# ---- uart_rx_core ----
Figure 1. Met3 routing (uart_rx_core).
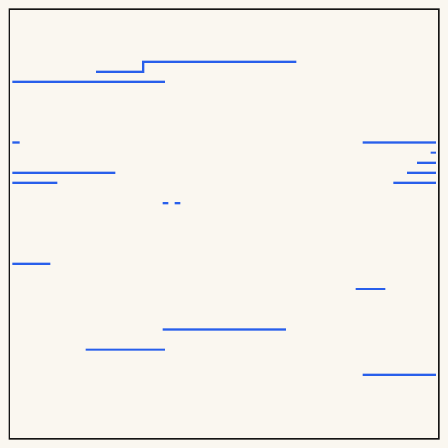

**src/rtl/uart_rx_core_pkg.sv**
```systemverilog
// uart_rx_core_pkg: shared definitions for the UART receive path (and the
// matching transmitter): receiver state encoding, frame width, default bit
// period, CSR bit positions, and the LSB-first shift helper.
package uart_rx_core_pkg;

  localparam int UART_DATA_BITS            = 8;
  localparam int UART_DEFAULT_CLKS_PER_BIT = 104;

  // Status register bit positions as seen by the CPU.
  localparam int UART_CSR_VALID_BIT     = 0;
  localparam int UART_CSR_FRAME_ERR_BIT = 1;
  localparam int UART_CSR_OVERRUN_BIT   = 2;

  typedef enum logic [2:0] {
    RX_RECOVER = 3'd0,
    RX_IDLE    = 3'd1,
    RX_START   = 3'd2,
    RX_DATA    = 3'd3,
    RX_STOP    = 3'd4
  } rx_state_e;

  // Serial data arrives LSB first: each new bit enters at the MSB end.
  function automatic logic [UART_DATA_BITS-1:0] shift_in_lsb_first(
    input logic [UART_DATA_BITS-1:0] cur,
    input logic                      bit_in
  );
    return {bit_in, cur[UART_DATA_BITS-1:1]};
  endfunction

endpackage

```
**src/rtl/uart_rx_core_fifo.sv**
```systemverilog
// uart_rx_fifo: small show-ahead FIFO for received bytes.
// Ports: clk/rst_n (async active-low), push/push_data write, pop read,
// full/empty status, head = oldest entry (registered, valid while !empty).
// A push into a full FIFO is accepted only when a pop happens in the same
// cycle (pop is applied first). DEPTH must be a power of two, >= 2.
module uart_rx_fifo #(
  parameter int DEPTH = 4,
  parameter int WIDTH = 8
) (
  input  logic             clk,
  input  logic             rst_n,
  input  logic             push,
  input  logic             pop,
  input  logic [WIDTH-1:0] push_data,
  output logic             full,
  output logic             empty,
  output logic [WIDTH-1:0] head
);

  localparam int PTR_W = $clog2(DEPTH);
  localparam int CNT_W = PTR_W + 1;
  localparam logic [CNT_W-1:0] CNT_FULL = CNT_W'(DEPTH);

  logic [WIDTH-1:0] mem_q [DEPTH];
  logic [WIDTH-1:0] mem_d [DEPTH];
  logic [PTR_W-1:0] wr_ptr_q, wr_ptr_d, rd_ptr_q, rd_ptr_d;
  logic [CNT_W-1:0] count_q, count_d;
  logic [WIDTH-1:0] head_q, head_d;
  logic             full_q, full_d, empty_q, empty_d;
  logic             pop_ok_s, push_ok_s;

  // Next-state for pointers, storage and the registered head/flags.
  always_comb begin
    mem_d     = mem_q;
    wr_ptr_d  = wr_ptr_q;
    rd_ptr_d  = rd_ptr_q;
    pop_ok_s  = pop && !empty_q;
    push_ok_s = push && (!full_q || pop_ok_s);
    if (push_ok_s) begin
      mem_d[wr_ptr_q] = push_data;
      wr_ptr_d        = wr_ptr_q + PTR_W'(1);
    end else begin
      wr_ptr_d = wr_ptr_q;
    end
    if (pop_ok_s) begin
      rd_ptr_d = rd_ptr_q + PTR_W'(1);
    end else begin
      rd_ptr_d = rd_ptr_q;
    end
    count_d = count_q + CNT_W'(push_ok_s) - CNT_W'(pop_ok_s);
    full_d  = (count_d == CNT_FULL);
    empty_d = (count_d == '0);
    // Head is pre-loaded from the next-state array so it is ready the cycle
    // after a push or pop; it holds its last value once empty.
    if (empty_d) begin
      head_d = head_q;
    end else begin
      head_d = mem_d[rd_ptr_d];
    end
  end

  // FIFO state registers.
  always_ff @(posedge clk or negedge rst_n) begin
    if (!rst_n) begin
      for (int i = 0; i < DEPTH; i++) begin
        mem_q[i] <= '0;
      end
      wr_ptr_q <= '0;
      rd_ptr_q <= '0;
      count_q  <= '0;
      head_q   <= '0;
      full_q   <= 1'b0;
      empty_q  <= 1'b1;
    end else begin
      mem_q    <= mem_d;
      wr_ptr_q <= wr_ptr_d;
      rd_ptr_q <= rd_ptr_d;
      count_q  <= count_d;
      head_q   <= head_d;
      full_q   <= full_d;
      empty_q  <= empty_d;
    end
  end

  assign full  = full_q;
  assign empty = empty_q;
  assign head  = head_q;

endmodule

```
**src/rtl/uart_rx_core.sv**
```systemverilog
// uart_rx_core: 8N1 UART receiver. Oversamples rx with CLK, checks start and
// stop bits, and stores received bytes for the CPU register interface.
// Ports: CLK, resetn (async active-low), rx (async serial, idle high),
// rd_en (pop head byte), clr_err (clear sticky flags); data (head byte),
// valid (byte held), frame_err (sticky, bad stop bit), overrun (sticky,
// byte lost because storage was full).
// Build option: define UART_RX_FIFO_EN for a FIFO_DEPTH-entry FIFO instead
// of the single holding register.
module uart_rx_core
  import uart_rx_core_pkg::*;
#(
  parameter int CLKS_PER_BIT = UART_DEFAULT_CLKS_PER_BIT,
  parameter int FIFO_DEPTH   = 4
) (
  input  logic                      CLK,
  input  logic                      resetn,
  input  logic                      rx,
  input  logic                      rd_en,
  input  logic                      clr_err,
  output logic [UART_DATA_BITS-1:0] data,
  output logic                      valid,
  output logic                      frame_err,
  output logic                      overrun
);

  localparam int TICK_W = $clog2(CLKS_PER_BIT);
  localparam logic [TICK_W-1:0] TICK_LAST  = TICK_W'(CLKS_PER_BIT - 1);
  localparam logic [TICK_W-1:0] TICK_MID   = TICK_W'(CLKS_PER_BIT / 2 - 1);
  // Cycles RECOVER waits so the reset value of the synchroniser has flushed.
  localparam logic [TICK_W-1:0] TICK_FLUSH = TICK_W'(2);
  localparam logic [2:0]        LAST_BIT   = 3'(UART_DATA_BITS - 1);

  logic                      rx_meta_q, rx_s_q;
  rx_state_e                 state_q, state_d;
  logic [TICK_W-1:0]         tick_q, tick_d;
  logic [2:0]                bit_cnt_q, bit_cnt_d;
  logic [UART_DATA_BITS-1:0] shift_q, shift_d;
  logic                      push_s, stop_err_s, pop_s, store_full_s;
  logic                      frame_err_q, frame_err_d, overrun_q, overrun_d;

  // Two-flop synchroniser on the asynchronous line; resets to idle-high.
  always_ff @(posedge CLK or negedge resetn) begin
    if (!resetn) begin
      rx_meta_q <= 1'b1;
      rx_s_q    <= 1'b1;
    end else begin
      rx_meta_q <= rx;
      rx_s_q    <= rx_meta_q;
    end
  end

  // Receiver next-state: bit timing, sampling and push/error strobes.
  always_comb begin
    state_d    = state_q;
    tick_d     = tick_q;
    bit_cnt_d  = bit_cnt_q;
    shift_d    = shift_q;
    push_s     = 1'b0;
    stop_err_s = 1'b0;
    case (state_q)
      RX_RECOVER: begin
        // The synchroniser comes out of reset high, so the line is only
        // trusted after it has been refilled from rx.
        if (tick_q != TICK_FLUSH) begin
          tick_d = tick_q + TICK_W'(1);
        end else if (rx_s_q) begin
          state_d = RX_IDLE;
          tick_d  = '0;
        end else begin
          state_d = RX_RECOVER;
        end
      end
      RX_IDLE: begin
        tick_d = '0;
        if (!rx_s_q) begin
          state_d = RX_START;
        end else begin
          state_d = RX_IDLE;
        end
      end
      RX_START: begin
        if (tick_q == TICK_MID) begin
          tick_d    = '0;
          bit_cnt_d = '0;
          // Line back high at mid start bit: treat as a glitch.
          if (rx_s_q) begin
            state_d = RX_IDLE;
          end else begin
            state_d = RX_DATA;
          end
        end else begin
          tick_d = tick_q + TICK_W'(1);
        end
      end
      RX_DATA: begin
        if (tick_q == TICK_LAST) begin
          tick_d  = '0;
          shift_d = shift_in_lsb_first(shift_q, rx_s_q);
          if (bit_cnt_q == LAST_BIT) begin
            state_d = RX_STOP;
          end else begin
            bit_cnt_d = bit_cnt_q + 3'd1;
          end
        end else begin
          tick_d = tick_q + TICK_W'(1);
        end
      end
      RX_STOP: begin
        if (tick_q == TICK_LAST) begin
          tick_d = '0;
          if (rx_s_q) begin
            push_s  = 1'b1;
            state_d = RX_IDLE;
          end else begin
            // Break or noise: drop the byte and wait for the line to idle.
            stop_err_s = 1'b1;
            state_d    = RX_RECOVER;
          end
        end else begin
          tick_d = tick_q + TICK_W'(1);
        end
      end
      default: begin
        state_d = RX_RECOVER;
        tick_d  = '0;
      end
    endcase
  end

  // Receiver FSM registers.
  always_ff @(posedge CLK or negedge resetn) begin
    if (!resetn) begin
      state_q   <= RX_RECOVER;
      tick_q    <= '0;
      bit_cnt_q <= '0;
      shift_q   <= '0;
    end else begin
      state_q   <= state_d;
      tick_q    <= tick_d;
      bit_cnt_q <= bit_cnt_d;
      shift_q   <= shift_d;
    end
  end

  // Sticky error flags: a new error in the clearing cycle keeps the flag set.
  always_comb begin
    if (stop_err_s) begin
      frame_err_d = 1'b1;
    end else if (clr_err) begin
      frame_err_d = 1'b0;
    end else begin
      frame_err_d = frame_err_q;
    end
    if (push_s && store_full_s && !pop_s) begin
      overrun_d = 1'b1;
    end else if (clr_err) begin
      overrun_d = 1'b0;
    end else begin
      overrun_d = overrun_q;
    end
  end

  // Error flag registers.
  always_ff @(posedge CLK or negedge resetn) begin
    if (!resetn) begin
      frame_err_q <= 1'b0;
      overrun_q   <= 1'b0;
    end else begin
      frame_err_q <= frame_err_d;
      overrun_q   <= overrun_d;
    end
  end

  assign frame_err = frame_err_q;
  assign overrun   = overrun_q;

`ifdef UART_RX_FIFO_EN
  logic fifo_full_s, fifo_empty_s;

  uart_rx_fifo #(
    .DEPTH (FIFO_DEPTH),
    .WIDTH (UART_DATA_BITS)
  ) u_fifo (
    .clk       (CLK),
    .rst_n     (resetn),
    .push      (push_s),
    .pop       (pop_s),
    .push_data (shift_q),
    .full      (fifo_full_s),
    .empty     (fifo_empty_s),
    .head      (data)
  );

  assign valid        = !fifo_empty_s;
  assign pop_s        = rd_en && !fifo_empty_s;
  assign store_full_s = fifo_full_s;
`else
  logic [UART_DATA_BITS-1:0] data_q, data_d;
  logic                      valid_q, valid_d;

  // Holding register: pop is applied before push, so a read in the push
  // cycle frees the slot for the new byte.
  always_comb begin
    data_d  = data_q;
    valid_d = valid_q;
    if (push_s && (!valid_q || pop_s)) begin
      data_d  = shift_q;
      valid_d = 1'b1;
    end else if (pop_s) begin
      valid_d = 1'b0;
    end else begin
      valid_d = valid_q;
    end
  end

  // Holding register flops.
  always_ff @(posedge CLK or negedge resetn) begin
    if (!resetn) begin
      data_q  <= '0;
      valid_q <= 1'b0;
    end else begin
      data_q  <= data_d;
      valid_q <= valid_d;
    end
  end

  assign data         = data_q;
  assign valid        = valid_q;
  assign pop_s        = rd_en && valid_q;
  assign store_full_s = valid_q;

  // FIFO_DEPTH only sizes the optional FIFO; referenced here to keep it bound.
  if (FIFO_DEPTH < 2) begin : g_fifo_depth_unused
  end
`endif

endmodule
```
**config.mk**
```make
export PLATFORM = sky130hd
export DESIGN_NAME = uart_rx_core
export DESIGN_NICKNAME = d
export VERILOG_FILES = /design/src/rtl/uart_rx_core_pkg.sv /design/src/rtl/uart_rx_core_fifo.sv /design/src/rtl/uart_rx_core.sv
export SDC_FILE = /design/constraint.sdc
export NUM_CORES = 1
export LEC_CHECK = 0
export CAP_MARGIN = 20
export CORE_MARGIN = 2
export CORE_UTILIZATION = 55
export CTS_CLUSTER_SIZE = 16
export DETAILED_ROUTE_END_ITERATION = 10
export PLACE_DENSITY = 0.76
export SYNTH_ARGS = -nofsm -noshare
export SYNTH_HDL_FRONTEND = slang
export SYNTH_HIERARCHICAL = 1
export SYNTH_SLANG_ARGS = --single-unit
```
**constraint.sdc**
```tcl
create_clock -name CLK -period 5.06 [get_ports CLK]
set_input_delay 1.012 -clock CLK [delete_from_list [all_inputs] [get_ports CLK]]
set_output_delay 1.012 -clock CLK [all_outputs]
set_load 0.05 [all_outputs]
```
# ---- matrix_inversor_2x2_q ----
--- src/rtl/matrix_inversor_2x2_q.sv ---
// 2x2 signed fixed-point matrix inverter: adjugate divided by the determinant
// through one shared restoring divider, with saturation and singular detection.
`timescale 1ns/1ps
module matrix_inversor_2x2_q #(
    parameter int WIDTH = 16,
    parameter int FRAC  = 8
) (
    input  logic                       clk,
    input  logic                       rst_n,
    input  logic                       startInv,
    input  logic [0:1][0:1][WIDTH-1:0] A,
    output logic [0:1][0:1][WIDTH-1:0] Res,
    output logic                       busy,
    output logic                       endInv,
    output logic                       singular,
    output logic                       overflow
);
    localparam int Q  = WIDTH + 2 * FRAC;
    localparam int DW = 2 * WIDTH + 1;
    localparam int CW = $clog2(Q);
    localparam logic [CW-1:0] LAST    = CW'(Q - 1);
    localparam logic [Q-1:0]  POS_MAX = {{(Q - WIDTH + 1){1'b0}}, {(WIDTH - 1){1'b1}}};
    localparam logic [Q-1:0]  NEG_LIM = POS_MAX + 1'b1;

    typedef enum logic [1:0] {IDLE, DET, DIV, DONE} state_t;
    state_t state_q, state_d;

    logic [0:1][0:1][WIDTH-1:0] a_q, res_q;
    logic [0:3][WIDTH:0]        adj_q, adj_c;
    logic [DW-1:0]              dmag_q, dmag_c;
    logic                       dneg_q, sing_q, ovf_q;
    logic [DW-1:0]              rem_q;
    logic [Q-2:0]               quo_q;
    logic [CW-1:0]              cnt_q;
    logic [1:0]                 elem_q;

    // Determinant and adjugate from the latched operands
    logic signed [2*WIDTH-1:0] p0, p1;
    logic signed [DW-1:0]      det_c;
    logic signed [WIDTH:0]     e00, e01, e10, e11;

    always_comb begin
        p0    = (2*WIDTH)'($signed(a_q[0][0])) * (2*WIDTH)'($signed(a_q[1][1]));
        p1    = (2*WIDTH)'($signed(a_q[0][1])) * (2*WIDTH)'($signed(a_q[1][0]));
        det_c = DW'(p0) - DW'(p1);
        dmag_c = det_c[DW-1] ? -det_c : det_c;
        e00 = (WIDTH+1)'($signed(a_q[0][0]));
        e01 = (WIDTH+1)'($signed(a_q[0][1]));
        e10 = (WIDTH+1)'($signed(a_q[1][0]));
        e11 = (WIDTH+1)'($signed(a_q[1][1]));
        adj_c[0] = e11;
        adj_c[1] = -e01;
        adj_c[2] = -e10;
        adj_c[3] = e00;
    end

    // One restoring-division step on magnitudes; sign and clamp on the last bit
    logic signed [WIDTH:0] adj_sel;
    logic [WIDTH-1:0]      amag, rval;
    logic [Q-1:0]          dvd, quo_nxt;
    logic [Q-2:0]          quo_cur;
    logic [CW-1:0]         idx;
    logic [DW-1:0]         rem_cur, rem_nxt;
    logic [DW:0]           trial;
    logic                  qbit, neg, sat;

    always_comb begin
        adj_sel = $signed(adj_q[elem_q]);
        amag    = adj_sel[WIDTH] ? WIDTH'(-adj_sel) : WIDTH'(adj_sel);
        dvd     = Q'(amag) << (2 * FRAC);
        idx     = LAST - cnt_q;
        rem_cur = (cnt_q == '0) ? '0 : rem_q;
        quo_cur = (cnt_q == '0) ? '0 : quo_q;
        trial   = {rem_cur, dvd[idx]} - {1'b0, dmag_q};
        qbit    = ~trial[DW];
        rem_nxt = qbit ? trial[DW-1:0] : {rem_cur[DW-2:0], dvd[idx]};
        quo_nxt = {quo_cur, qbit};
        neg     = adj_sel[WIDTH] ^ dneg_q;
        sat     = 1'b0;
        rval    = '0;
        if (!neg) begin
            if (quo_nxt > POS_MAX) begin
                sat  = 1'b1;
                rval = POS_MAX[WIDTH-1:0];
            end else begin
                rval = quo_nxt[WIDTH-1:0];
            end
        end else if (quo_nxt > NEG_LIM) begin
            sat  = 1'b1;
            rval = NEG_LIM[WIDTH-1:0];
        end else begin
            rval = -quo_nxt[WIDTH-1:0];
        end
    end

    always_ff @(posedge clk) begin
        if (!rst_n) state_q <= IDLE;
        else        state_q <= state_d;
    end

    always_comb begin
        state_d = state_q;
        unique case (state_q)
            IDLE: if (startInv) state_d = DET;
            DET:  state_d = (det_c == '0) ? DONE : DIV;
            DIV:  if (elem_q == 2'd3 && cnt_q == LAST) state_d = DONE;
            DONE: state_d = IDLE;
            default: state_d = IDLE;
        endcase
    end

    always_ff @(posedge clk) begin
        if (!rst_n) begin
            a_q    <= '0;
            res_q  <= '0;
            adj_q  <= '0;
            dmag_q <= '0;
            dneg_q <= 1'b0;
            sing_q <= 1'b0;
            ovf_q  <= 1'b0;
            rem_q  <= '0;
            quo_q  <= '0;
            cnt_q  <= '0;
            elem_q <= '0;
        end else begin
            unique case (state_q)
                IDLE: if (startInv) begin
                    a_q    <= A;
                    res_q  <= '0;
                    sing_q <= 1'b0;
                    ovf_q  <= 1'b0;
                end
                DET: begin
                    adj_q  <= adj_c;
                    dmag_q <= dmag_c;
                    dneg_q <= det_c[DW-1];
                    sing_q <= (det_c == '0);
                    rem_q  <= '0;
                    quo_q  <= '0;
                    cnt_q  <= '0;
                    elem_q <= '0;
                end
                DIV: begin
                    rem_q <= rem_nxt;
                    quo_q <= quo_nxt[Q-2:0];
                    if (cnt_q == LAST) begin
                        cnt_q  <= '0;
                        elem_q <= elem_q + 2'd1;
                        res_q[elem_q[1]][elem_q[0]] <= rval;
                        if (sat) ovf_q <= 1'b1;
                    end else begin
                        cnt_q <= cnt_q + 1'b1;
                    end
                end
                default: ;
            endcase
        end
    end

    assign Res      = res_q;
    assign busy     = (state_q != IDLE);
    assign endInv   = (state_q == DONE);
    assign singular = sing_q;
    assign overflow = ovf_q;
endmodule

--- config.mk ---
export PLATFORM = sky130hd
export DESIGN_NAME = matrix_inversor_2x2_q
export DESIGN_NICKNAME = d
export VERILOG_FILES = /design/src/rtl/matrix_inversor_2x2_q.sv
export SDC_FILE = /design/constraint.sdc
export NUM_CORES = 2
export LEC_CHECK = 0
export CAP_MARGIN = 30
export CORE_MARGIN = 2
export CORE_UTILIZATION = 58
export CTS_BUF_LIST = sky130_fd_sc_hd__clkbuf_16
export DETAILED_ROUTE_END_ITERATION = 8
export GPL_ROUTABILITY_DRIVEN = 0
export PLACE_DENSITY_LB_ADDON = 0.1
export SYNTH_ARGS = -nofsm -noshare
export SYNTH_HDL_FRONTEND = slang
export SYNTH_SLANG_ARGS = --single-unit
export TNS_END_PERCENT = 5
--- constraint.sdc ---
create_clock -name clk -period 8 [get_ports clk]
set_input_delay 1.6 -clock clk [delete_from_list [all_inputs] [get_ports clk]]
set_output_delay 1.6 -clock clk [all_outputs]
set_load 0.005 [all_outputs]
# ---- cipher_char_sequencer ----
## config.mk

```make
export PLATFORM = sky130hd
export DESIGN_NAME = cipher_char_sequencer
export DESIGN_NICKNAME = d
export VERILOG_FILES = /design/src/rtl/cipher_char_sequencer.sv
export SDC_FILE = /design/constraint.sdc
export NUM_CORES = 1
export LEC_CHECK = 0
export CORE_ASPECT_RATIO = 0.75
export CORE_MARGIN = 2
export CORE_UTILIZATION = 45
export CTS_CLUSTER_SIZE = 14
export DETAILED_ROUTE_END_ITERATION = 16
export GPL_TIMING_DRIVEN = 0
export PLACE_DENSITY = 0.79
export SETUP_SLACK_MARGIN = 0.4
export SLEW_MARGIN = 5
export SYNTH_ARGS = -nofsm -noshare
export SYNTH_HDL_FRONTEND = slang
export SYNTH_SLANG_ARGS = --single-unit
```

## constraint.sdc

```tcl
create_clock -name clk -period 5.5 [get_ports clk]
set_input_delay 0.825 -clock clk [delete_from_list [all_inputs] [get_ports clk]]
set_output_delay 0.825 -clock clk [all_outputs]
set_load 0.1 [all_outputs]
```

## src/rtl/cipher_char_sequencer.sv

```systemverilog
// Sequences one ASCII character at a time through an external one-hot
// Caesar cipher: drive letter/shift one-hots, wait to settle, capture result.
module cipher_char_sequencer #(
    parameter int SETTLE_CYCLES = 2
) (
    input  logic        clk,
    input  logic        rst,
    input  logic        in_valid,
    output logic        in_ready,
    input  logic [7:0]  in_char,
    input  logic        dir_en,
    input  logic        key_load,
    input  logic [4:0]  key_shift,
    output logic [25:0] letter_oh,
    output logic [25:0] shift_oh,
    output logic        cap,
    output logic        en,
    input  logic [7:0]  cipher_out,
    output logic        out_valid,
    input  logic        out_ready,
    output logic [7:0]  out_char,
    output logic        key_err
);

    typedef enum logic [1:0] {
        IDLE  = 2'd0,
        DRIVE = 2'd1,
        OUT   = 2'd2
    } state_t;

    localparam logic [3:0] SETTLE = 4'(SETTLE_CYCLES);

    state_t      state_q, state_d;
    logic [3:0]  cnt_q, cnt_d;
    logic [4:0]  key_q, key_d;
    logic [7:0]  out_char_q, out_char_d;
    logic [25:0] letter_oh_q, letter_oh_d;
    logic        cap_q, cap_d;
    logic        en_q, en_d;
    logic        key_err_q, key_err_d;

    logic        is_lower;
    logic        is_upper;
    logic [4:0]  letter_idx;
    logic        key_legal;

    // 'a' and 'A' both have low five bits 5'd1, so case folding is free
    always_comb begin
        is_lower   = (in_char >= 8'h61) && (in_char <= 8'h7a);
        is_upper   = (in_char >= 8'h41) && (in_char <= 8'h5a);
        letter_idx = in_char[4:0] - 5'd1;
        key_legal  = (key_shift >= 5'd1) && (key_shift <= 5'd26);
    end

    always_comb begin
        state_d     = state_q;
        cnt_d       = cnt_q;
        key_d       = key_q;
        out_char_d  = out_char_q;
        letter_oh_d = letter_oh_q;
        cap_d       = cap_q;
        en_d        = en_q;
        key_err_d   = key_err_q;
        unique case (state_q)
            IDLE: begin
                if (key_load) begin
                    if (key_legal) begin
                        key_d = key_shift;
                    end else begin
                        key_err_d = 1'b1;
                    end
                end
                if (in_valid) begin
                    en_d = dir_en;
                    if (is_lower || is_upper) begin
                        state_d     = DRIVE;
                        cnt_d       = SETTLE;
                        letter_oh_d = 26'd1 << letter_idx;
                        cap_d       = is_upper;
                    end else begin
                        state_d    = OUT;
                        out_char_d = in_char;
                    end
                end
            end
            DRIVE: begin
                if (cnt_q == 4'd1) begin
                    out_char_d  = cipher_out;
                    letter_oh_d = '0;
                    cap_d       = 1'b0;
                    state_d     = OUT;
                end else begin
                    cnt_d = cnt_q - 4'd1;
                end
            end
            OUT: begin
                if (out_ready) begin
                    state_d = IDLE;
                end
            end
            default: begin
                state_d = IDLE;
            end
        endcase
    end

    always_ff @(posedge clk) begin
        if (rst) begin
            state_q     <= IDLE;
            cnt_q       <= '0;
            key_q       <= 5'd26;
            out_char_q  <= 8'h00;
            letter_oh_q <= '0;
            cap_q       <= 1'b0;
            en_q        <= 1'b0;
            key_err_q   <= 1'b0;
        end else begin
            state_q     <= state_d;
            cnt_q       <= cnt_d;
            key_q       <= key_d;
            out_char_q  <= out_char_d;
            letter_oh_q <= letter_oh_d;
            cap_q       <= cap_d;
            en_q        <= en_d;
            key_err_q   <= key_err_d;
        end
    end

    assign in_ready  = (state_q == IDLE);
    assign out_valid = (state_q == OUT);
    assign out_char  = out_char_q;
    assign letter_oh = letter_oh_q;
    assign cap       = cap_q;
    assign en        = en_q;
    assign key_err   = key_err_q;
    assign shift_oh  = 26'd1 << (key_q - 5'd1);

endmodule

```

# ---- fir_tap_loader ----
$ cat src/rtl/fir_pkg.sv
// Shared definitions for the FIR datapath and its coefficient loader.
//   N_TAPS  : number of filter taps
//   TAP_W   : tap width (Q1.15 signed, matching the fir >>15 scaling)
//   tap_t   : one coefficient word
//   loader_state_t : coefficient loader FSM states
package fir_pkg;

    localparam int N_TAPS = 10;
    localparam int TAP_W  = 16;

    typedef logic [TAP_W-1:0] tap_t;

    typedef enum logic [1:0] {
        IDLE  = 2'd0,
        LOAD  = 2'd1,
        DRAIN = 2'd2,
        PEND  = 2'd3
    } loader_state_t;

endpackage

$ cat src/rtl/fir_tap_bank.sv
// N x W coefficient register bank.
//   clock, reset : system clock, synchronous active-high reset (clears bank)
//   wr_en        : write wr_data into entry wr_idx
//   wr_idx       : entry to write
//   wr_data      : word to write
//   load_en      : replace every entry with load_data at one edge
//   load_data    : bulk-load source
//   q            : current bank contents
// A bulk load takes priority over a single-entry write.
module fir_tap_bank
    import fir_pkg::*;
#(
    parameter int N  = N_TAPS,
    parameter int W  = TAP_W,
    parameter int IW = $clog2(N)
) (
    input  logic          clock,
    input  logic          reset,
    input  logic          wr_en,
    input  logic [IW-1:0] wr_idx,
    input  logic [W-1:0]  wr_data,
    input  logic          load_en,
    input  logic [W-1:0]  load_data [N-1:0],
    output logic [W-1:0]  q         [N-1:0]
);

    always_ff @(posedge clock) begin
        if (reset) begin
            for (int i = 0; i < N; i++) q[i] <= '0;
        end else if (load_en) begin
            for (int i = 0; i < N; i++) q[i] <= load_data[i];
        end else if (wr_en) begin
            // Decoded compare keeps an out-of-range index from touching anything.
            for (int i = 0; i < N; i++) begin
                if (wr_idx == IW'(i)) q[i] <= wr_data;
            end
        end
    end

endmodule

$ cat src/rtl/fir_tap_loader.sv
// Coefficient writer for the fir datapath. Tap words arrive over a
// valid/ready stream into a shadow bank; a correctly framed load of exactly
// N words is copied atomically into the active bank on a swap_en strobe.
//   clock, reset  : system clock, synchronous active-high reset
//   cfg_valid     : cfg_data/cfg_last valid this cycle
//   cfg_ready     : loader accepts a beat this cycle
//   cfg_data      : tap word, first beat of a frame is taps[0]
//   cfg_last      : final beat of a frame
//   swap_en       : sample-boundary strobe
//   taps          : active coefficient bank driving the fir
//   taps_valid    : set once the first good frame has been committed
//   taps_updated  : one-cycle pulse on the cycle after a commit
//   load_err      : one-cycle pulse when a malformed frame is dropped
//   busy          : high in LOAD, DRAIN and PEND
//
// Handshake: a beat transfers on a rising edge where cfg_valid && cfg_ready.
// cfg_ready depends on state only (low only in PEND), never on cfg_valid;
// a producer may hold cfg_valid/cfg_data/cfg_last steady until it transfers.
//
// state_q is the FSM state register, kept as a named signal so checkers can
// bind to it.
module fir_tap_loader
    import fir_pkg::*;
#(
    parameter int N = N_TAPS,
    parameter int W = TAP_W
) (
    input  logic         clock,
    input  logic         reset,
    input  logic         cfg_valid,
    output logic         cfg_ready,
    input  logic [W-1:0] cfg_data,
    input  logic         cfg_last,
    input  logic         swap_en,
    output logic [W-1:0] taps [N-1:0],
    output logic         taps_valid,
    output logic         taps_updated,
    output logic         load_err,
    output logic         busy
);

    localparam int            IW       = $clog2(N);
    localparam logic [IW-1:0] LAST_IDX = IW'(N - 1);

    loader_state_t state_q, state_d;
    logic [IW-1:0] idx_q, idx_d;
    logic          accept;
    logic          shadow_wr;
    logic          commit;
    logic          err_d;
    logic [W-1:0]  shadow [N-1:0];
    logic [W-1:0]  zero_bank [N-1:0];

    assign cfg_ready = (state_q != PEND);
    assign busy      = (state_q != IDLE);
    assign accept    = cfg_valid && cfg_ready;

    always_comb begin
        for (int i = 0; i < N; i++) zero_bank[i] = '0;
    end

    always_ff @(posedge clock) begin
        if (reset) begin
            state_q      <= IDLE;
            idx_q        <= '0;
            taps_valid   <= 1'b0;
            taps_updated <= 1'b0;
            load_err     <= 1'b0;
        end else begin
            state_q      <= state_d;
            idx_q        <= idx_d;
            taps_valid   <= taps_valid | commit;
            taps_updated <= commit;
            load_err     <= err_d;
        end
    end

    always_comb begin
        state_d   = state_q;
        idx_d     = idx_q;
        shadow_wr = 1'b0;
        commit    = 1'b0;
        err_d     = 1'b0;
        case (state_q)
            IDLE: begin
                if (accept) begin
                    shadow_wr = 1'b1;
                    if (cfg_last) begin
                        // N >= 2, so a one-beat frame is always short.
                        err_d = 1'b1;
                        idx_d = '0;
                    end else begin
                        idx_d   = IW'(1);
                        state_d = LOAD;
                    end
                end
            end
            LOAD: begin
                if (accept) begin
                    shadow_wr = 1'b1;
                    if (idx_q == LAST_IDX) begin
                        idx_d   = '0;
                        state_d = cfg_last ? PEND : DRAIN;
                    end else if (cfg_last) begin
                        err_d   = 1'b1;
                        idx_d   = '0;
                        state_d = IDLE;
                    end else begin
                        idx_d = idx_q + IW'(1);
                    end
                end
            end
            DRAIN: begin
                // Overlong frame: swallow beats up to cfg_last, then report.
                if (accept && cfg_last) begin
                    err_d   = 1'b1;
                    idx_d   = '0;
                    state_d = IDLE;
                end
            end
            PEND: begin
                if (swap_en) begin
                    commit  = 1'b1;
                    idx_d   = '0;
                    state_d = IDLE;
                end
            end
            default: begin
                idx_d   = '0;
                state_d = IDLE;
            end
        endcase
    end

    fir_tap_bank #(.N(N), .W(W)) u_shadow (
        .clock     (clock),
        .reset     (reset),
        .wr_en     (shadow_wr),
        .wr_idx    (idx_q),
        .wr_data   (cfg_data),
        .load_en   (1'b0),
        .load_data (zero_bank),
        .q         (shadow)
    );

    fir_tap_bank #(.N(N), .W(W)) u_active (
        .clock     (clock),
        .reset     (reset),
        .wr_en     (1'b0),
        .wr_idx    ('0),
        .wr_data   ('0),
        .load_en   (commit),
        .load_data (shadow),
        .q         (taps)
    );

endmodule

$ cat config.mk
export PLATFORM = sky130hd
export DESIGN_NAME = fir_tap_loader
export DESIGN_NICKNAME = d
export VERILOG_FILES = /design/src/rtl/fir_pkg.sv /design/src/rtl/fir_tap_bank.sv /design/src/rtl/fir_tap_loader.sv
export SDC_FILE = /design/constraint.sdc
export NUM_CORES = 1
export LEC_CHECK = 0
export CAP_MARGIN = 20
export CORE_AREA = 2 2 147 149
export DETAILED_ROUTE_END_ITERATION = 6
export DIE_AREA = 0 0 149 151
export GPL_ROUTABILITY_DRIVEN = 0
export MAX_ROUTING_LAYER = met4
export PLACE_DENSITY = 0.83
export SETUP_SLACK_MARGIN = 0.4
export SYNTH_ARGS = -nofsm -noshare
export SYNTH_HDL_FRONTEND = slang
export SYNTH_SLANG_ARGS = --single-unit
$ cat constraint.sdc
create_clock -name clock -period 3.44 [get_ports clock]
set_input_delay 0.516 -clock clock [delete_from_list [all_inputs] [get_ports clock]]
set_output_delay 0.516 -clock clock [all_outputs]
set_load 0.01 [all_outputs]
Figure 2. I/O pins on the die edge (cipher_char_sequencer).
Pins as bars across the die edge, other pins in gray.
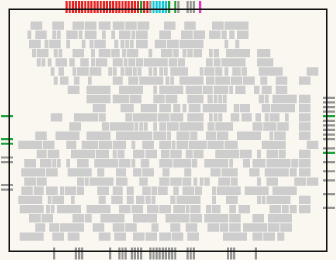
- magenta: `en` (pins 1; direction output; edge top)
- green: `out_char` (pins 8; direction output; edge 3 left, 3 top, 2 right)
- red: `shift_oh` (pins 26; direction output; edge top)
- cyan: `key_shift` (pins 5; direction input; edge top)
- all pins by edge: 40 top, 28 bottom, 17 right, 7 left
Buffers on Ports: 90
Die W: 93.69 µm
Die H: 71.27 µm

==> flow_metrics.py, cipher_char_sequencer <==
# Auto-generated metrics
metrics = {
    "critical_path": {
        "arrival_ps": 2460,
        "rr_worst_depth": 4,
        "slowest_delay_ps": 1170,
        "path_cells": "or2_2 > clkbuf_1 > nor3_1 > clkdlybuf4s50_1",
        "r2r_end": "out_char[0]",
    },
    "hold_path": {
        "hp-start": "en",
        "hold_class": "register to register",
    },
    "logic_synthesis": {
        "synth_seq_share_pct": 35.39,
        "yosys.area_share.simple_pct": 30.60,
        "synth_warnings": 0,
        "ys_cells": 304,
        "synth_area_per_cell_um2": 8.931,
        "top_cells_by_area": "dfxtp_1 (35%), mux2i_1 (14%), nor2_1 (5.8%), nand2b_1 (4.4%), nand2_1 (3.9%)",
        "ys_ff": 48,
    },
    "placed_design": {
        "gp_congestion": 0.9185,
    },
    "finish": {
        "num-fill-cells": 510,
        "final_common_cell": "clkdlybuf4s50_1",
        "num-multi-input-gates": 227,
    },
    "run_status": {
        "outcome": "finished clean",
    },
    "grt": {
        "grt_usage_pct": 22.45,
        "grt_overflow": 0,
    },
    "floorplanning": {
        "die-area_um2": 6677,
        "rows": 24,
    },
    "cts": {
        "root_buffer": "clkbuf_8",
        "clk_pin_slew_ps": 90,
        "cts.repair.resized": 0,
    },
    "detailed_routing": {
        "vias_per_cell": 5.238,
    },
}
[cipher_char_sequencer: Yosys cell counts, drive strengths merged, types with 4 or more instances]
cell type	n
o21ai	4
nand2b	19
inv	11
nand3b	5
buf	8
mux2	7
nor3b	5
o221ai	4
nor2b	9
nand2	28
mux2i	37
clkbuf	10
nor2	42
or2b	12
dfxtp	48
a21oi	7
nand3	9
[cipher_char_sequencer: worst reg2reg max path: stages (launching register included)]
cell      delay (ps)
dfxtp_1          440
ha_1             210
nor4bb_1         750
o21ai_2          290
mux2_1           380
[cipher_char_sequencer: routing by layer]
layer | global-route usage, % | wire length [µm]
met1 | 31.94 | 3455
met2 | 34.29 | 3328
met3 | 3.575 | 284
met4 | 9.018 | 172
met5 | 0 | 0
[cipher_char_sequencer: stage by stage]
stage | hold slack, ps | std cells | utilization [%]
3_5_place_dp | 453.0 | 472 | 63.75
2_1_floorplan | 488.4 | 304 | -
3_3_place_gp | 448.5 | 472 | 63.75
6_report | 460.9 | 480 | 66.02
5_1_grt | 497.2 | 480 | 66.02
4_1_cts | 466.2 | 480 | 65.91
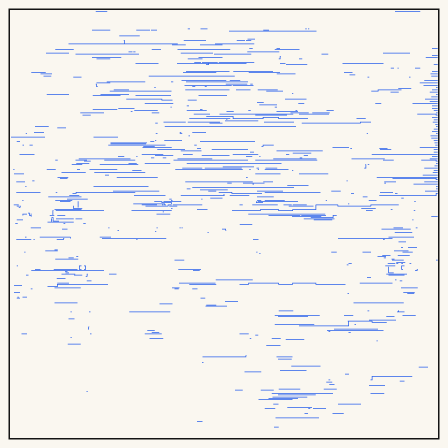
Figure 3: matrix_inversor_2x2_q, met3 routing.
- longest straight run: 77.3 µm
- nets with wire on the layer: 340
M3 GR Usage: 3.279%
Total Wirelength: 99.72 mm
vias: 28880

Figure 4. Routing congestion map (matrix_inversor_2x2_q).
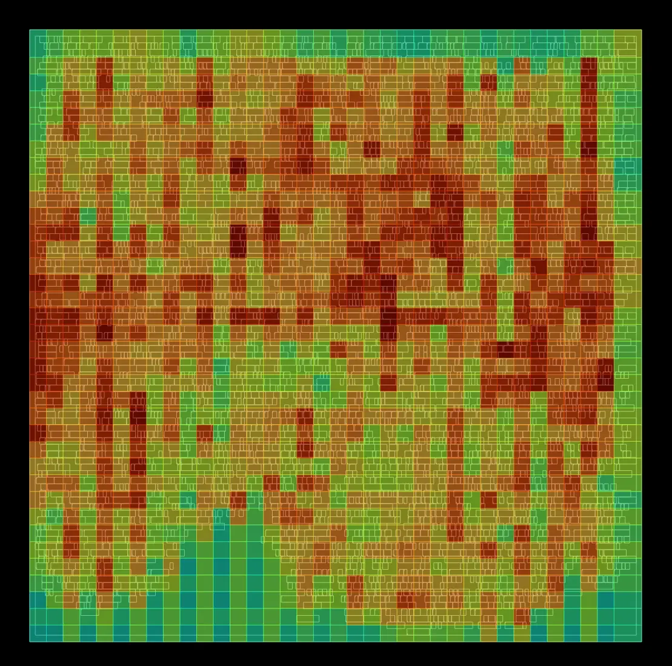
Routed WL per cell: 19.67 µm
most used routing layer in global routing: met2

==> flow_metrics.py, matrix_inversor_2x2_q <==
# Auto-generated metrics
metrics = {
    "critical_path": {
        "cp_slowest_cell": "fa_2",
        "crit_cells": 25,
        "cp-end-kind": "register",
        "path_delay_family": "adder cells",
        "slowest_delay_ps": 640,
        "reg2reg_slack_ps": -20,
        "startpoint": "a_q[38]",
    },
    "timing": {
        "slew_headroom_pct": 30.57,
        "rsz0062_at_grt": "true",
        "setup_ws_ps": -20.76,
        "setup_violations": 1,
        "fin_setup_tns_ps": -20.76,
    },
    "logic_synthesis": {
        "synth_top_cell_by_count": "fa_1",
        "synthXorXnorAreaFrac_pct": 3.482,
        "synth_area_per_cell_um2": 8.963,
        "ys_sh_mux_pct": 2.939,
        "synth_warnings": 0,
        "synth_top_cell_by_area": "fa_1",
    },
    "floorplanning": {
        "die_w_um": 252.9,
    },
    "hold_path": {
        "hold_class": "register to register",
    },
    "run_status": {
        "violations": "setup timing",
        "outcome": "complete, but fails checks",
    },
    "grt": {
        "met2_usage_pct": 53.47,
        "grt_usage_pct": 31.50,
        "grt_pass1_wl_mm": 158.0,
    },
    "cts": {
        "cts_hold_buffers": 0,
        "cts.repair.resized": 34,
        "root_buffer": "clkbuf_16",
        "cts_setup_buffers": 2,
    },
    "detailed_routing": {
        "vias_per_cell": 5.697,
    },
}
## matrix_inversor_2x2_q: cells in the final DEF (no fill, tap or decap), types with 19 or more instances in the layout
master,count
nand2b_1,19
or3_1,20
nor2_1,228
clkbuf_16,39
fa_2,29
o21ai_0,132
and2_1,303
nand2_1,469
inv_1,516
fa_1,561
nor3_1,37
dfxtp_2,24
xnor2_1,88
nor2b_1,87
a21o_1,38
clkdlybuf4s50_1,133
inv_2,19
nand3_1,30
buf_4,265
ha_1,192
xor2_1,47
mux2i_1,65
dfxtp_1,260
a21oi_1,237
dfxtp_4,19
## matrix_inversor_2x2_q: area by class of cell
cell class | count | area share, %
sequential | 303 | 14.73
tap | 790 | 2.361
clock inverter | 26 | 0.7023
inverter | 532 | 4.782
multi-input combinational | 2948 | 65.93
clock buffer | 38 | 2.271
timing repair buffer | 432 | 9.226
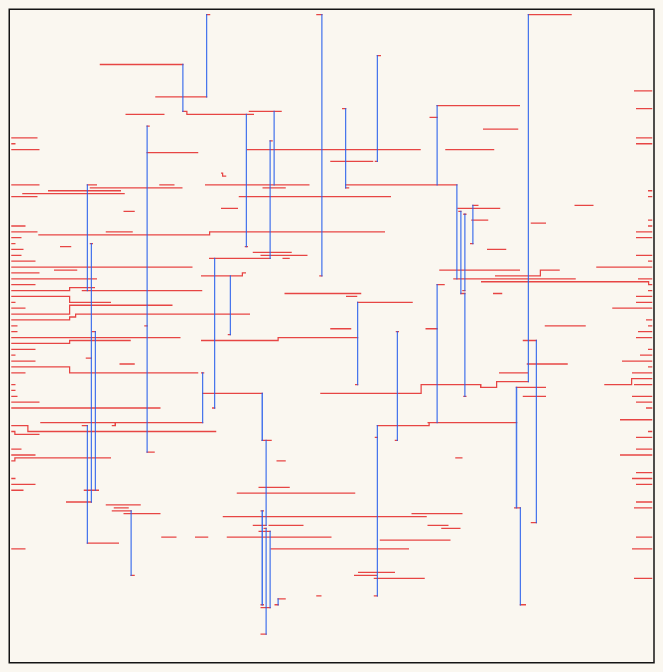
Figure 5: fir_tap_loader, signal wires by layer.
Two of the layers only.
- red: M3 (wire length 1870 µm)
- blue: M4 (wire length 1010 µm)
vias: 9814
GRT Overall Usage: 26.78%
Routed WL per cell: 16.45 µm

==> flow_metrics.py, fir_tap_loader <==
# Auto-generated metrics
metrics = {
    "run_status": {
        "outcome": "finished clean",
    },
    "floorplanning": {
        "taps": 275,
        "die-area_um2": 22500,
    },
    "finish": {
        "num-multi-input-gates": 964,
        "clk_share_pct": 7.015,
        "layout.nonclk_buf_share_pct": 13.84,
    },
    "hold_path": {
        "hp-start": "u_shadow.q[159]",
        "holdPathEnd": "u_active.q[159]",
    },
    "logic_synthesis": {
        "synth_area_per_cell_um2": 8.247,
        "synth_warnings": 0,
        "top_cells_by_area": "dfxtp_1 (56%), nand2_1 (17%), a21oi_1 (11%), mux2i_1 (5.5%), clkbuf_1 (2.4%)",
    },
    "critical_path": {
        "crit_buf_inv": 1,
        "rr_worst_depth": 4,
        "cp_slowest_cell": "dfxtp_1",
    },
    "timing": {
        "final_max_slew_viol_count": 0,
        "setup_ws_ps": 907.2,
        "tightestPinTransition_ps": 961.1,
    },
    "grt": {
        "grt_pass1_wl_mm": 46.66,
    },
    "placed_design": {
        "dpl_cell_area_um2": 13530,
    },
}
fir_tap_loader: per-stage QoR:
step                hold slack, ps
floorplan                    431.2
global placement             436.3
finish                       450.3
detailed placement           441.9
global route                 462.9
CTS                          451.0
fir_tap_loader: worst max path at each step:
stage | start | end | slack, ps | cells past startpoint
after detailed placement | cfg_valid | u_shadow.q[1] | 840 | 5
final | state_q[1] | busy | 910 | 2
after global routing | state_q[1] | busy | 830 | 2
after CTS | state_q[1] | busy | 910 | 2
after floorplan | idx_q[0] | u_shadow.q[10] | 1760 | 8
after global placement | cfg_valid | u_shadow.q[9] | 920 | 5
fir_tap_loader: state kept, by name, summed over array words and instances, names as in the netlist:
name,cells
u_active.q,160
u_shadow.q,160
idx_q,4
state_q,2
load_err,1
taps_updated,1
taps_valid,1
fir_tap_loader: metal layers:
| metal | vias up | wire length (µm) |
|---|---|---|
| met1 | 4640 | 12410 |
| met4 | 0 | 1005 |
| met2 | 302 | 14720 |
| met3 | 84 | 1873 |
| li1 | 4788 | - |
| met5 | - | 0 |
Figure 6. Sequential cells grouped by signal name (uart_rx_core).
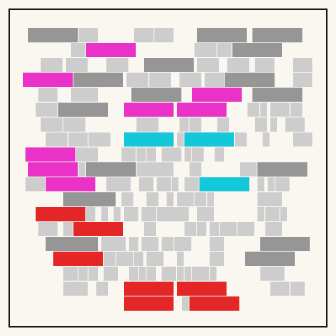
- red: `tick_q` (placed flops 7)
- magenta: `shift_q` (placed flops 8)
- cyan: `state_q` (placed flops 3)
- not colored: 16
final core utilization: 66.18%
Sequential Area: 853.3 µm²

Figure 7. Signal wires by layer (uart_rx_core).
Two of the layers only.
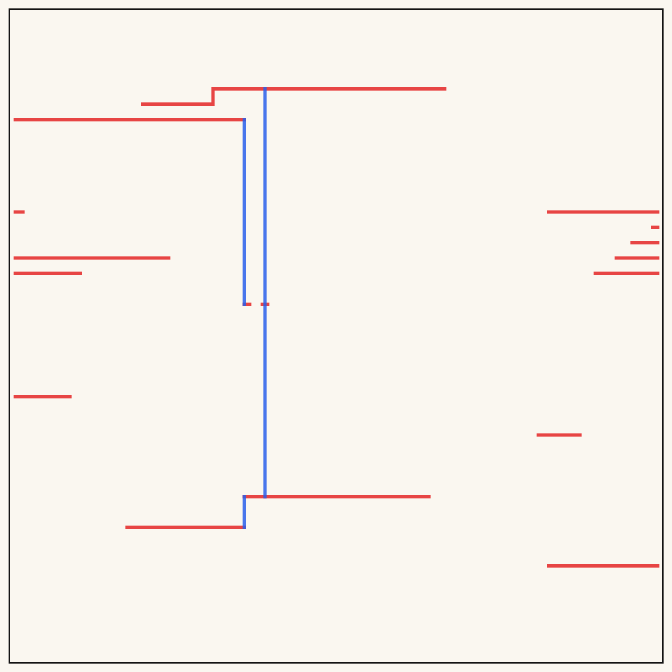
- blue: M4 (wire length 55.1 µm)
- red: M3 (wire length 135 µm)
vias: 1046
Total Wirelength: 2.680 mm

## Picture notes: Figure 1
- longest straight run: 20.5 µm
- nets with wire on the layer: 13
- main direction: horizontal
- wire length on this layer: 135 µm
M3 GR Usage: 8.259%

==> flow_metrics.py, uart_rx_core <==
# Auto-generated metrics
metrics = {
    "timing": {
        "final_max_slew_viol_count": 0,
        "tightestPinTransition_ps": 727.6,
        "rsz0062_at_grt": "false",
        "period_used_pct": 50.14,
    },
    "logic_synthesis": {
        "edf_count": 0,
        "yosys.area_share.simple_pct": 14.87,
        "flop_cell": "dfrtp_1",
        "synth_seq_share_pct": 53.96,
        "mappedNetlistArea_um2": 1582,
        "ys_ff": 34,
        "synth_top_cell_by_area": "dfrtp_1",
    },
    "critical_path": {
        "cp-end-kind": "output pin",
    },
    "detailed_routing": {
        "vias_per_cell": 5.716,
    },
    "floorplanning": {
        "die_w_um": 57.63,
    },
    "run_status": {
        "outcome": "finished clean",
    },
    "finish": {
        "layout.nonclk_buf_share_pct": 8.714,
        "flop-count": 34,
        "comb_area_um2": 676.9,
        "seq_share_pct": 47.16,
        "layout-drive-gt1-share_pct": 19.74,
    },
    "job": {
        "tool_warnings": 28,
    },
    "cts": {
        "cts_setup_buffers": 0,
        "cts.repair.resized": 0,
    },
}
[uart_rx_core: metrics by stage]
stage	worst slack [ps]	instances	hold WS, ps
final	2523	183	366.8
after global routing	2457	183	373.3
after CTS	2486	183	367.8
after detailed placement	2365	175	353.5
after global placement	2378	175	347.1
after floorplan	3205	135	345.2
[uart_rx_core: final timing paths]
| path | slack, ps | start | to | depth (start not counted) |
|---|---|---|---|---|
| min | 370 | rx_meta_q | rx_s_q | 0 |
| min reg2reg | 370 | rx_meta_q | rx_s_q | 0 |
| max in group asynchronous | 3650 | resetn | rx_s_q | 2 |
| max | 2520 | data[6] | data[6] | 1 |
| max reg2reg | 2670 | tick_q[0] | data[5] | 6 |
| min in group asynchronous | 1050 | resetn | bit_cnt_q[2] | 2 |
[uart_rx_core: routing by layer]
| metal | up-vias | wire length, µm | global-route usage, % |
|---|---|---|---|
| li1 | 516 | - | - |
| met1 | 505 | 1285 | 25.97 |
| met2 | 18 | 1204 | 27.76 |
| met3 | 7 | 134 | 8.259 |
| met4 | 0 | 55 | 8.638 |
| met5 | - | 0 | 0 |


==> gallery <==
Routing congestion map.
(a)
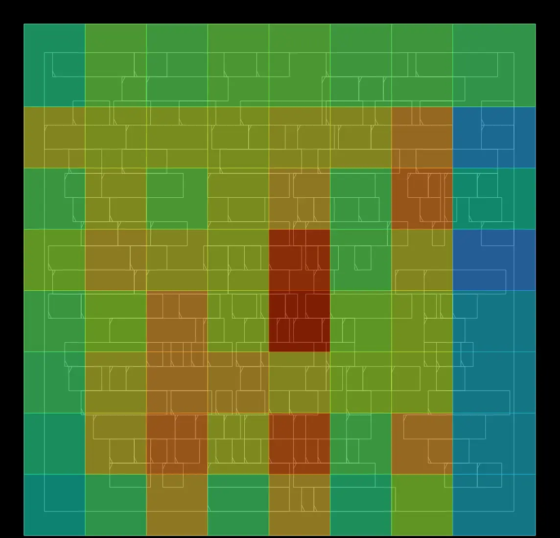
(b)
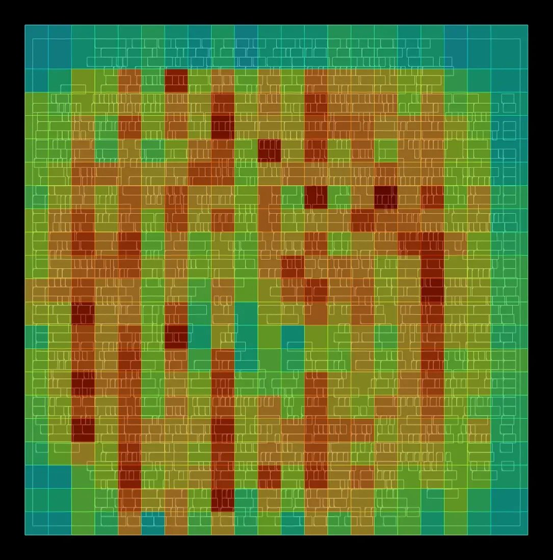
(c)
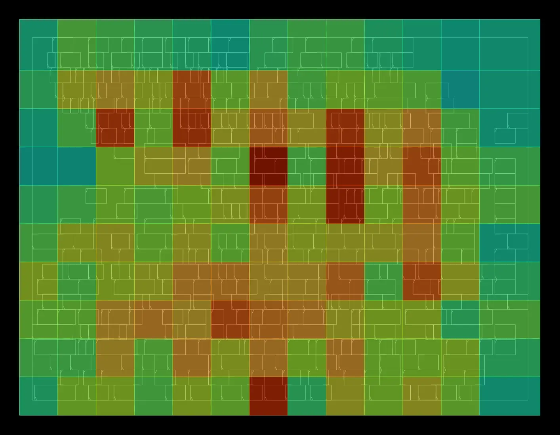
| from | picture |
|---|---|
| cipher_char_sequencer | (c) |
| fir_tap_loader | (b) |
| uart_rx_core | (a) |


## Gallery

Sequential cells grouped by signal name.
shot_01.png
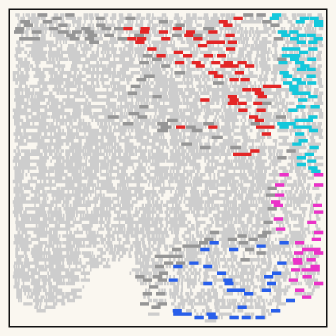
shot_02.png
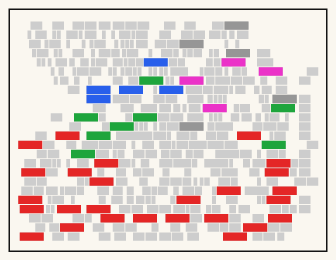
shot_03.png
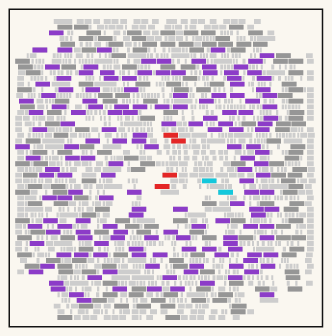
- shot_03.png = fir_tap_loader
- shot_01.png = matrix_inversor_2x2_q
- shot_02.png = cipher_char_sequencer

